==================== block 1
block_1/clock_wires.png
Scale bar: 20 um.
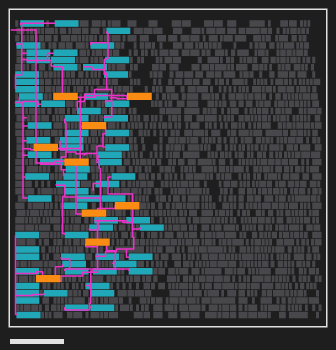

==> src/rtl/alu_exec_if.sv <==
// Handshake and operand/result bundle for the multi-cycle ALU execute stage.
// The master drives the request; the slave (alu_exec) returns the registered result.
interface alu_exec_if #(
  parameter int unsigned DATA_W = 32
);
  logic              start;
  logic [5:0]        funct;
  logic [DATA_W-1:0] src1;
  logic [DATA_W-1:0] src2;
  logic [4:0]        shamt;
  logic [DATA_W-1:0] result;
  logic              zero;
  logic              err;
  logic              busy;
  logic              done;

  modport master (
    output start, funct, src1, src2, shamt,
    input  result, zero, err, busy, done
  );

  modport slave (
    input  start, funct, src1, src2, shamt,
    output result, zero, err, busy, done
  );
endinterface

==> src/rtl/alu_exec.sv <==
// ALU execute stage: single-edge Addu/Subu/And, bit-serial SLL (one bit per edge),
// and an error completion for unsupported funct codes.
module alu_exec #(
  parameter int unsigned DATA_W = 32
) (
  input logic        clk,
  input logic        rst,
  alu_exec_if.slave  bus
);
  localparam logic [5:0] FN_ADDU = 6'h09;
  localparam logic [5:0] FN_SUBU = 6'h0A;
  localparam logic [5:0] FN_AND  = 6'h11;
  localparam logic [5:0] FN_SLL  = 6'h21;

  typedef enum logic [1:0] {
    IDLE  = 2'd0,
    SHIFT = 2'd1,
    DONE  = 2'd2
  } state_t;

  state_t            state, state_n;
  logic [DATA_W-1:0] result, result_n;
  logic [DATA_W-1:0] sreg, sreg_n;
  logic [4:0]        cnt, cnt_n;
  logic              zero, zero_n;
  logic              err, err_n;
  logic              complete;

  always_ff @(posedge clk or posedge rst) begin
    if (rst) begin
      state  <= IDLE;
      result <= '0;
      sreg   <= '0;
      cnt    <= '0;
      zero   <= 1'b0;
      err    <= 1'b0;
    end else begin
      state  <= state_n;
      result <= result_n;
      sreg   <= sreg_n;
      cnt    <= cnt_n;
      zero   <= zero_n;
      err    <= err_n;
    end
  end

  always_comb begin
    state_n  = state;
    result_n = result;
    sreg_n   = sreg;
    cnt_n    = cnt;
    err_n    = err;
    complete = 1'b0;
    case (state)
      IDLE: begin
        if (bus.start) begin
          complete = 1'b1;
          err_n    = 1'b0;
          state_n  = DONE;
          case (bus.funct)
            FN_ADDU: result_n = bus.src1 + bus.src2;
            FN_SUBU: result_n = bus.src1 - bus.src2;
            FN_AND:  result_n = bus.src1 & bus.src2;
            FN_SLL: begin
              if (bus.shamt == 5'd0) begin
                result_n = bus.src2;
              end else begin
                complete = 1'b0;
                sreg_n   = bus.src2;
                cnt_n    = bus.shamt;
                state_n  = SHIFT;
              end
            end
            default: begin
              result_n = '0;
              err_n    = 1'b1;
            end
          endcase
        end
      end
      SHIFT: begin
        sreg_n = sreg << 1;
        cnt_n  = cnt - 5'd1;
        // Final shift lands straight in result, so SLL takes 1+k edges.
        if (cnt == 5'd1) begin
          result_n = sreg << 1;
          err_n    = 1'b0;
          complete = 1'b1;
          state_n  = DONE;
        end
      end
      DONE:    state_n = IDLE;
      default: state_n = IDLE;
    endcase
    zero_n = complete ? (result_n == '0) : zero;
  end

  assign bus.result = result;
  assign bus.zero   = zero;
  assign bus.err    = err;
  assign bus.busy   = (state == SHIFT) || (state == DONE);
  assign bus.done   = (state == DONE);
endmodule

==> src/flat_wrapper.sv <==
// flat-port wrapper written by rule: the top's interface ports become plain ports
module alu_exec_flat 
#(
  parameter int unsigned DATA_W = 32
)
  (clk, rst, bus_start, bus_funct, bus_src1, bus_src2, bus_shamt, bus_result, bus_zero, bus_err, bus_busy, bus_done);
  alu_exec_if #(.DATA_W(DATA_W)) bus_i ();
  input logic clk;
  input logic rst;
  input wire logic [$bits(bus_i.start)-1:0] bus_start;
  input wire logic [$bits(bus_i.funct)-1:0] bus_funct;
  input wire logic [$bits(bus_i.src1)-1:0] bus_src1;
  input wire logic [$bits(bus_i.src2)-1:0] bus_src2;
  input wire logic [$bits(bus_i.shamt)-1:0] bus_shamt;
  output wire logic [$bits(bus_i.result)-1:0] bus_result;
  output wire logic [$bits(bus_i.zero)-1:0] bus_zero;
  output wire logic [$bits(bus_i.err)-1:0] bus_err;
  output wire logic [$bits(bus_i.busy)-1:0] bus_busy;
  output wire logic [$bits(bus_i.done)-1:0] bus_done;
  assign bus_i.start = bus_start;
  assign bus_i.funct = bus_funct;
  assign bus_i.src1 = bus_src1;
  assign bus_i.src2 = bus_src2;
  assign bus_i.shamt = bus_shamt;
  assign bus_result = bus_i.result;
  assign bus_zero = bus_i.zero;
  assign bus_err = bus_i.err;
  assign bus_busy = bus_i.busy;
  assign bus_done = bus_i.done;
  alu_exec #(.DATA_W(DATA_W)) u_core (.clk(clk), .rst(rst), .bus(bus_i));
endmodule
==> config.mk <==
export PLATFORM = sky130hd
export DESIGN_NAME = alu_exec_flat
export DESIGN_NICKNAME = d
export VERILOG_FILES = /design/src/rtl/alu_exec_if.sv /design/src/rtl/alu_exec.sv /design/src/flat_wrapper.sv
export SDC_FILE = /design/constraint.sdc
export NUM_CORES = 1
export LEC_CHECK = 0
export ABC_AREA = 1
export CORE_MARGIN = 1.5
export CORE_UTILIZATION = 61
export CTS_CLUSTER_DIAMETER = 100
export CTS_CLUSTER_SIZE = 30
export DETAILED_ROUTE_END_ITERATION = 6
export HOLD_SLACK_MARGIN = 0.05
export PLACE_DENSITY_LB_ADDON = 0.2
export REMOVE_ABC_BUFFERS = 1
export SYNTH_ARGS = -nofsm -noshare
export SYNTH_HDL_FRONTEND = slang
export SYNTH_SLANG_ARGS = --single-unit
==> constraint.sdc <==
create_clock -name clk -period 4.35 [get_ports clk]
set_input_delay 0.87 -clock clk [delete_from_list [all_inputs] [get_ports clk]]
set_output_delay 0.87 -clock clk [all_outputs]
set_load 0.05 [all_outputs]
==================== block 2
<file path="config.mk">
export PLATFORM = sky130hd
export DESIGN_NAME = lab4_tx_scheduler
export DESIGN_NICKNAME = d
export VERILOG_FILES = /design/src/rtl/lab4_tx_scheduler.sv
export SDC_FILE = /design/constraint.sdc
export NUM_CORES = 1
export LEC_CHECK = 0
export ABC_CLOCK_PERIOD_IN_PS = 3050
export CAP_MARGIN = 20
export CORE_MARGIN = 5
export CORE_UTILIZATION = 48
export DETAILED_ROUTE_END_ITERATION = 12
export PLACE_DENSITY_LB_ADDON = 0.15
export SYNTH_ARGS = -nofsm -noshare
export SYNTH_HDL_FRONTEND = slang
export SYNTH_SLANG_ARGS = --single-unit
</file>
<file path="constraint.sdc">
create_clock -name clk -period 3.05 [get_ports clk]
set_input_delay 0.7625 -clock clk [delete_from_list [all_inputs] [get_ports clk]]
set_output_delay 0.7625 -clock clk [all_outputs]
set_load 0.02 [all_outputs]
</file>
<file path="src/rtl/lab4_tx_scheduler.sv">
// Round-robin scheduler that shares one serial transmitter between N_REQ
// requesters. It grants one pending requester, registers its word onto D,
// pulses baslat, follows mesgul through one transfer and then acks the
// requester. If mesgul never rises it errors the transfer after TIMEOUT cycles.
module lab4_tx_scheduler #(
    parameter int N_REQ   = 4,
    parameter int DW      = 5,
    parameter int TIMEOUT = 8
) (
    input  logic                clk,
    input  logic                reset,
    input  logic                en,
    input  logic [N_REQ-1:0]    req,
    input  logic [N_REQ*DW-1:0] data_in,
    output logic [N_REQ-1:0]    ack,
    output logic                err,
    output logic [2:0]          gnt_id,
    output logic                active,
    output logic                baslat,
    output logic [DW-1:0]       D,
    input  logic                mesgul
);

    localparam int PW = (N_REQ > 1) ? $clog2(N_REQ) : 1;
    localparam int CW = $clog2(TIMEOUT + 1);

    typedef enum logic [2:0] {
        IDLE,
        START,
        WAIT_BUSY,
        WAIT_DONE,
        ACK_S
    } state_t;

    state_t             state_q, state_d;
    logic [PW-1:0]      ptr_q, ptr_d;
    logic [CW-1:0]      cnt_q, cnt_d;
    logic [2:0]         gnt_d;
    logic [DW-1:0]      word_d;
    logic               active_d, baslat_d, err_d;
    logic [N_REQ-1:0]   ack_d;
    logic [N_REQ-1:0]   ack_onehot;
    logic               found;
    logic [2:0]         pick;

    // Round-robin search: first set request scanning up from ptr, wrapping.
    // NOTE: every signal written in an always_comb gets a default first, so
    // no path leaves it unassigned and no latch is inferred.
    always_comb begin
        found = 1'b0;
        pick  = '0;
        for (int k = 0; k < N_REQ; k++) begin
            if (!found && req[(int'(ptr_q) + k) % N_REQ]) begin
                found = 1'b1;
                pick  = 3'((int'(ptr_q) + k) % N_REQ);
            end
        end
    end

    // One-hot ack pattern for the requester currently being served.
    always_comb begin
        ack_onehot = {{(N_REQ-1){1'b0}}, 1'b1} << gnt_id;
    end

    // Next-state logic. All outputs are produced as next values and then
    // registered, so baslat/ack/err come straight from flops and cannot glitch.
    always_comb begin
        state_d  = state_q;
        ptr_d    = ptr_q;
        cnt_d    = cnt_q;
        gnt_d    = gnt_id;
        word_d   = D;
        active_d = active;
        baslat_d = 1'b0;
        ack_d    = '0;
        err_d    = 1'b0;
        case (state_q)
            IDLE: begin
                if (en && found) begin
                    gnt_d    = pick;
                    word_d   = data_in[int'(pick)*DW +: DW];
                    active_d = 1'b1;
                    baslat_d = 1'b1;
                    state_d  = START;
                end
            end
            START: begin
                cnt_d   = '0;
                state_d = WAIT_BUSY;
            end
            WAIT_BUSY: begin
                if (mesgul) begin
                    state_d = WAIT_DONE;
                end else if (cnt_q == CW'(TIMEOUT)) begin
                    ack_d   = ack_onehot;
                    err_d   = 1'b1;
                    state_d = ACK_S;
                end else begin
                    cnt_d = cnt_q + CW'(1);
                end
            end
            WAIT_DONE: begin
                if (!mesgul) begin
                    ack_d   = ack_onehot;
                    state_d = ACK_S;
                end
            end
            ACK_S: begin
                // Advance past the served requester so it cannot jump the queue.
                ptr_d    = PW'((int'(gnt_id) + 1) % N_REQ);
                active_d = 1'b0;
                state_d  = IDLE;
            end
            default: state_d = IDLE;
        endcase
    end

    // State and output registers; reset returns to IDLE with all outputs low.
    // NOTE: sequential state uses non-blocking assignments so every flop
    // samples the pre-edge values regardless of statement order.
    always_ff @(posedge clk or negedge reset) begin
        if (!reset) begin
            state_q <= IDLE;
            ptr_q   <= '0;
            cnt_q   <= '0;
            gnt_id  <= '0;
            D       <= '0;
            active  <= 1'b0;
            baslat  <= 1'b0;
            ack     <= '0;
            err     <= 1'b0;
        end else begin
            state_q <= state_d;
            ptr_q   <= ptr_d;
            cnt_q   <= cnt_d;
            gnt_id  <= gnt_d;
            D       <= word_d;
            active  <= active_d;
            baslat  <= baslat_d;
            ack     <= ack_d;
            err     <= err_d;
        end
    end

endmodule

</file>
block_1/route_heat.png
The die is cut into 24 by 24 equal tiles; dark blue is low, red is high, scaled to the fullest tile. Values are wire area over tile area, all layers added.
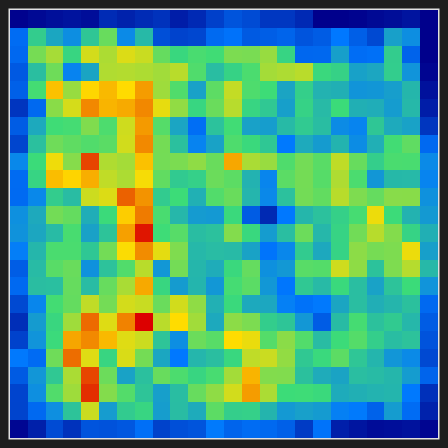
2.1% of the tiles are nearly empty. 39% of the tiles are over half the peak. The mean over all tiles is 0.42.

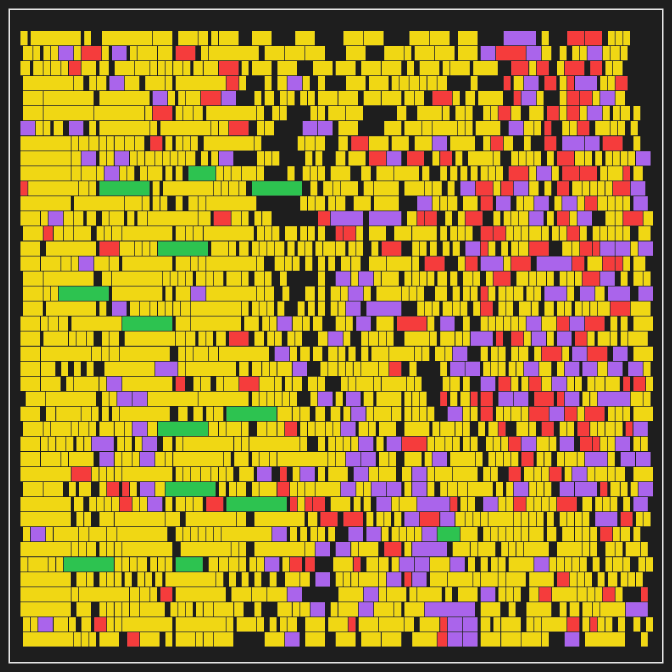
block_1/sizing.png
x1 and smaller: marked yellow, cells 1,306, share 80%. x2: marked red, cells 151, share 9.2%. x6 and larger: marked green, cells 13, share 0.79%. x3 and x4: marked purple, cells 168, share 10%.
Post-Layout Inst Area: 11,080 um2
Signal buffers: 261
fin worst setup slack: 0.03475 ns

About block_1/clock_wires.png:
clock wires: marked magenta, length 855 um. flip-flops: marked cyan, count 72. clock-net drivers: marked orange, count 9.
There are 10 routed clock nets.

==> results.txt, block 1 <==
The implementation run finished. The worst setup path is launched from a primary input. The final max-slew violation count recorded for this run is 0. Worst-case reg-to-reg path depth landed at 15.

Multiplexer cells account for 0% of the synthesized area. The number of buffers and inverters on the critical path is 3. Sequential fraction of total cell area landed at 16.26%.

Number of remaining DRC errors landed at 2. Via count landed at 10,850. In this design, the stage delay of the slowest critical-path cell is 0.49 ns. Sorting the Yosys area breakdown by cell type puts at the top sky130_fd_sc_hd__nand2_1. In the final layout, the multi-input gates occupy 5627 um2. Post-synthesis share of cell area spent on xor and xnor gates landed at 3.369%.

Internal power consumption landed at 0.002100 W. The H-tree was split into 3 levels. Measured along the x axis, the die boundary spans 118.0 um.

Portion of the layout cell area used by non-clock buffers landed at 20.33%. Post-cts hold-fix buffer tally landed at 0. According to the floorplan report, the placeable core area is 12,770 um2. STA shows the worst min-delay path finishing at u_core.sreg[1]$_DFFE_PP0P_. The synthesis stat section lists a flop and latch total of 72. The flow ran to the end, but the final reports show violations.

The non-clock inverters instantiated in the layout total 236. Total routed wire length on the met1 layer landed at 12,330 um. Global routing used 6.928% of the available met3 tracks. Worst supply voltage drop on vdd landed at 0.5982 mV.

At the later pin of the worst-skew pair, clock insertion delay measures 0.33 ns. The registers reported with the highest flop counts are u_core.bus.result (32), u_core.sreg (31), u_core.cnt (5). In this run the clock root is driven by a sky130_fd_sc_hd__clkbuf_16.

Across the whole layout, storage elements account for 1802 um2. Fraction of layout cells with a size suffix above 1 landed at 20.27%. Power consumption landed at 0.003958 W. Leaving out fill and tap cells, the most frequent cell in the layout is sky130_fd_sc_hd__nand2_1. Per STA, the startpoint of the critical path is bus_funct[5].

Clock tree buffer depth landed at 2. Final-layout setup total negative slack landed at 0 ns. The checks that failed: design-rule violations. TritonCTS built the clock tree.

The final design was reported to hold multi-input combinational gates totalling 1,053. Power drawn by the clock network landed at 0.000747 W. Broken down by cell family, the worst path's largest delay share belongs to simple AND/OR/NAND/NOR gates. In the CTS report, the clock slew at the register clock pins of the worst setup and hold paths is listed as 0.06 ns.

The worst path uses 99.20% of the clock period. Proportion of power drawn by the clock network landed at 18.9%. Mean number of vias per cell landed at 5.993. Final period demand of the worst path landed at 4.315 ns.

Detailed-route wire length landed at 32,920 um. The design has 72 sequential cells.
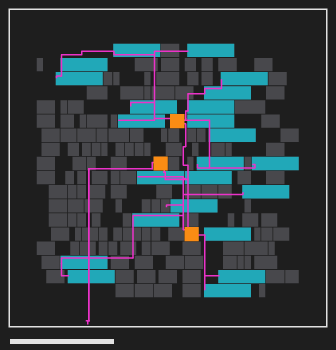
block_2/clock_wires.png
Scale bar: 20 um.
clock-net drivers: marked orange, count 3. clock wires: marked magenta, length 267 um. flip-flops: marked cyan, count 23.
There are 4 routed clock nets.

==> results.txt, block 2 <==
The implementation run finished. Post-synthesis share of cell area spent on xor and xnor gates landed at 1.413%. Dividing total power by cell area gives a power density of 732.6 nW/um2. Biggest cell delay along the critical path landed at 0.59 ns. Max-cap violations in this run came to 0. Number of setup buffers added after CTS landed at 0.

Final clock skew landed at 0.001826 ns. The via count of the first global-routing pass came to 1,106. Multi-input logic portion of the cell area landed at 36.98%. Instance area at placement landed at 1688 um2. Global routing used 1.702% of the available met3 tracks.

Largest net degree at the start of global routing landed at 24. Internal reg-to-reg setup slack landed at 1.26 ns. Per the cell usage report, the commonest logic cell in the layout is sky130_fd_sc_hd__clkdlybuf4s50_1. Synthesis produced a netlist whose cell count is 123. Number of signal-net inverters in the final layout landed at 6.

The die is 60.83 um tall. STA lists the maximum fanout along the critical path as 10. In this run the worst hold path is classified as reg2reg. The floorplan step records an initial core utilization of 50.05%. Registers represent a cell area share of 33.55%. The launch point of the worst register-to-register path is recorded as state_q[0]$_DFFE_PN0P_. Per the log, the first TritonRoute iteration ended with a DRC count of 33. For the worst flop-to-flop path, the logic depth is 5. Clock network area share landed at 1.605%.

In this run the worst setup path begins at req[0]. Leaving out the clock tree, the finished layout contains a buffer count of 42. Simple-gate share of the synthesized area landed at 23.11%. Clock-pin transition on the worst setup and hold timing paths landed at 0.12 ns.

The routed design has 2900 um of wire. Per the Yosys statistics, synthesis produced 123 cells. Buffers inserted to repair hold after CTS numbered 0. Area added between synthesis and finish landed at 38.35%. The final report lists a non-filler cell total of 198. TritonCTS built the clock tree. The run finished with clean final reports. Post-synthesis cell area landed at 1240 um2. Per the post-route antenna check, the number of violating nets is 0.

The synthesis report names the predominant flop master as sky130_fd_sc_hd__dfrtp_1. Final-layout setup total negative slack landed at 0 ns. In the post-synthesis netlist, the cell with the most instances is sky130_fd_sc_hd__dfrtp_1. The HPWL after detailed placement is 2332 um. According to the report, the first pass of detailed routing completed in 4 iterations. Summed over all nets, the switching power comes to 0.0005147 W. In the power breakdown, the biggest contributor is combinational cells.

Sequential power landed at 0.000515 W. Net count entering floorplan landed at 157. In the final layout, the registers with the most flip-flops are D (5), ack (4), cnt_q (4). After global routing, the most crowded layer is met2. In the final layout, the clock buffer count is 3.

Net switching is 40.96% of the power. For the worst-skew pair, the clock arrives at the later sink with an insertion delay of 0.31 ns. Flip-flop count of the largest register, all copies and words added landed at 5. Share of Yosys cell area claimed by the top area cell type landed at 46.42%.

Dividing the detail-routed via count by the number of cells gives 5.455. In the synthesized netlist, mux cells make up 2.624% of the area. The post-synth register bit count is 23. In this run the mean area of a mapped cell was 10.08 um2.


==> screenshots <==
Cell outlines without signal wires.
image #1
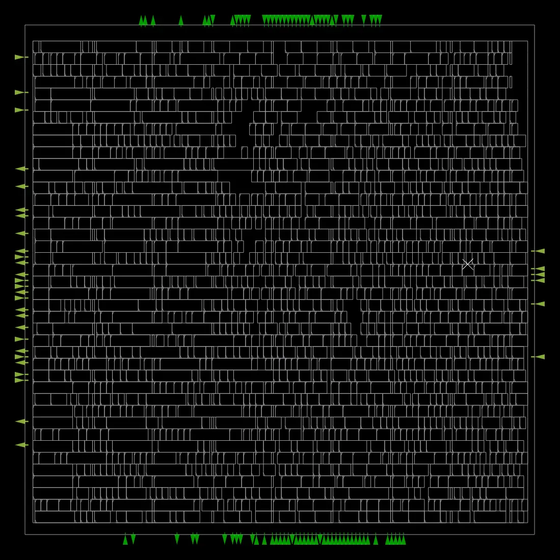
image #2
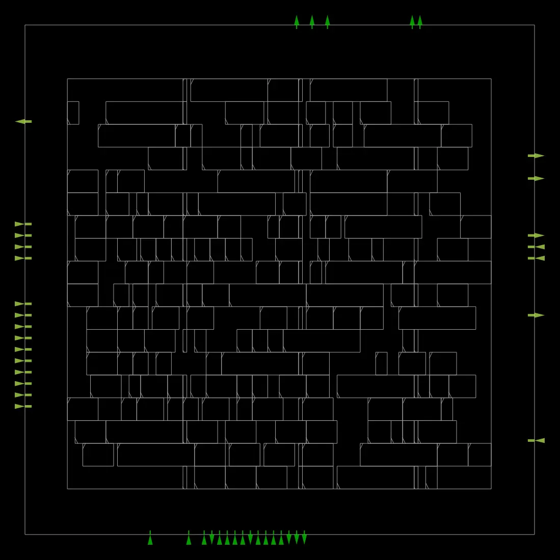
block 2 -> image #2
block 1 -> image #1

Power and IR drop assume default switching activity.
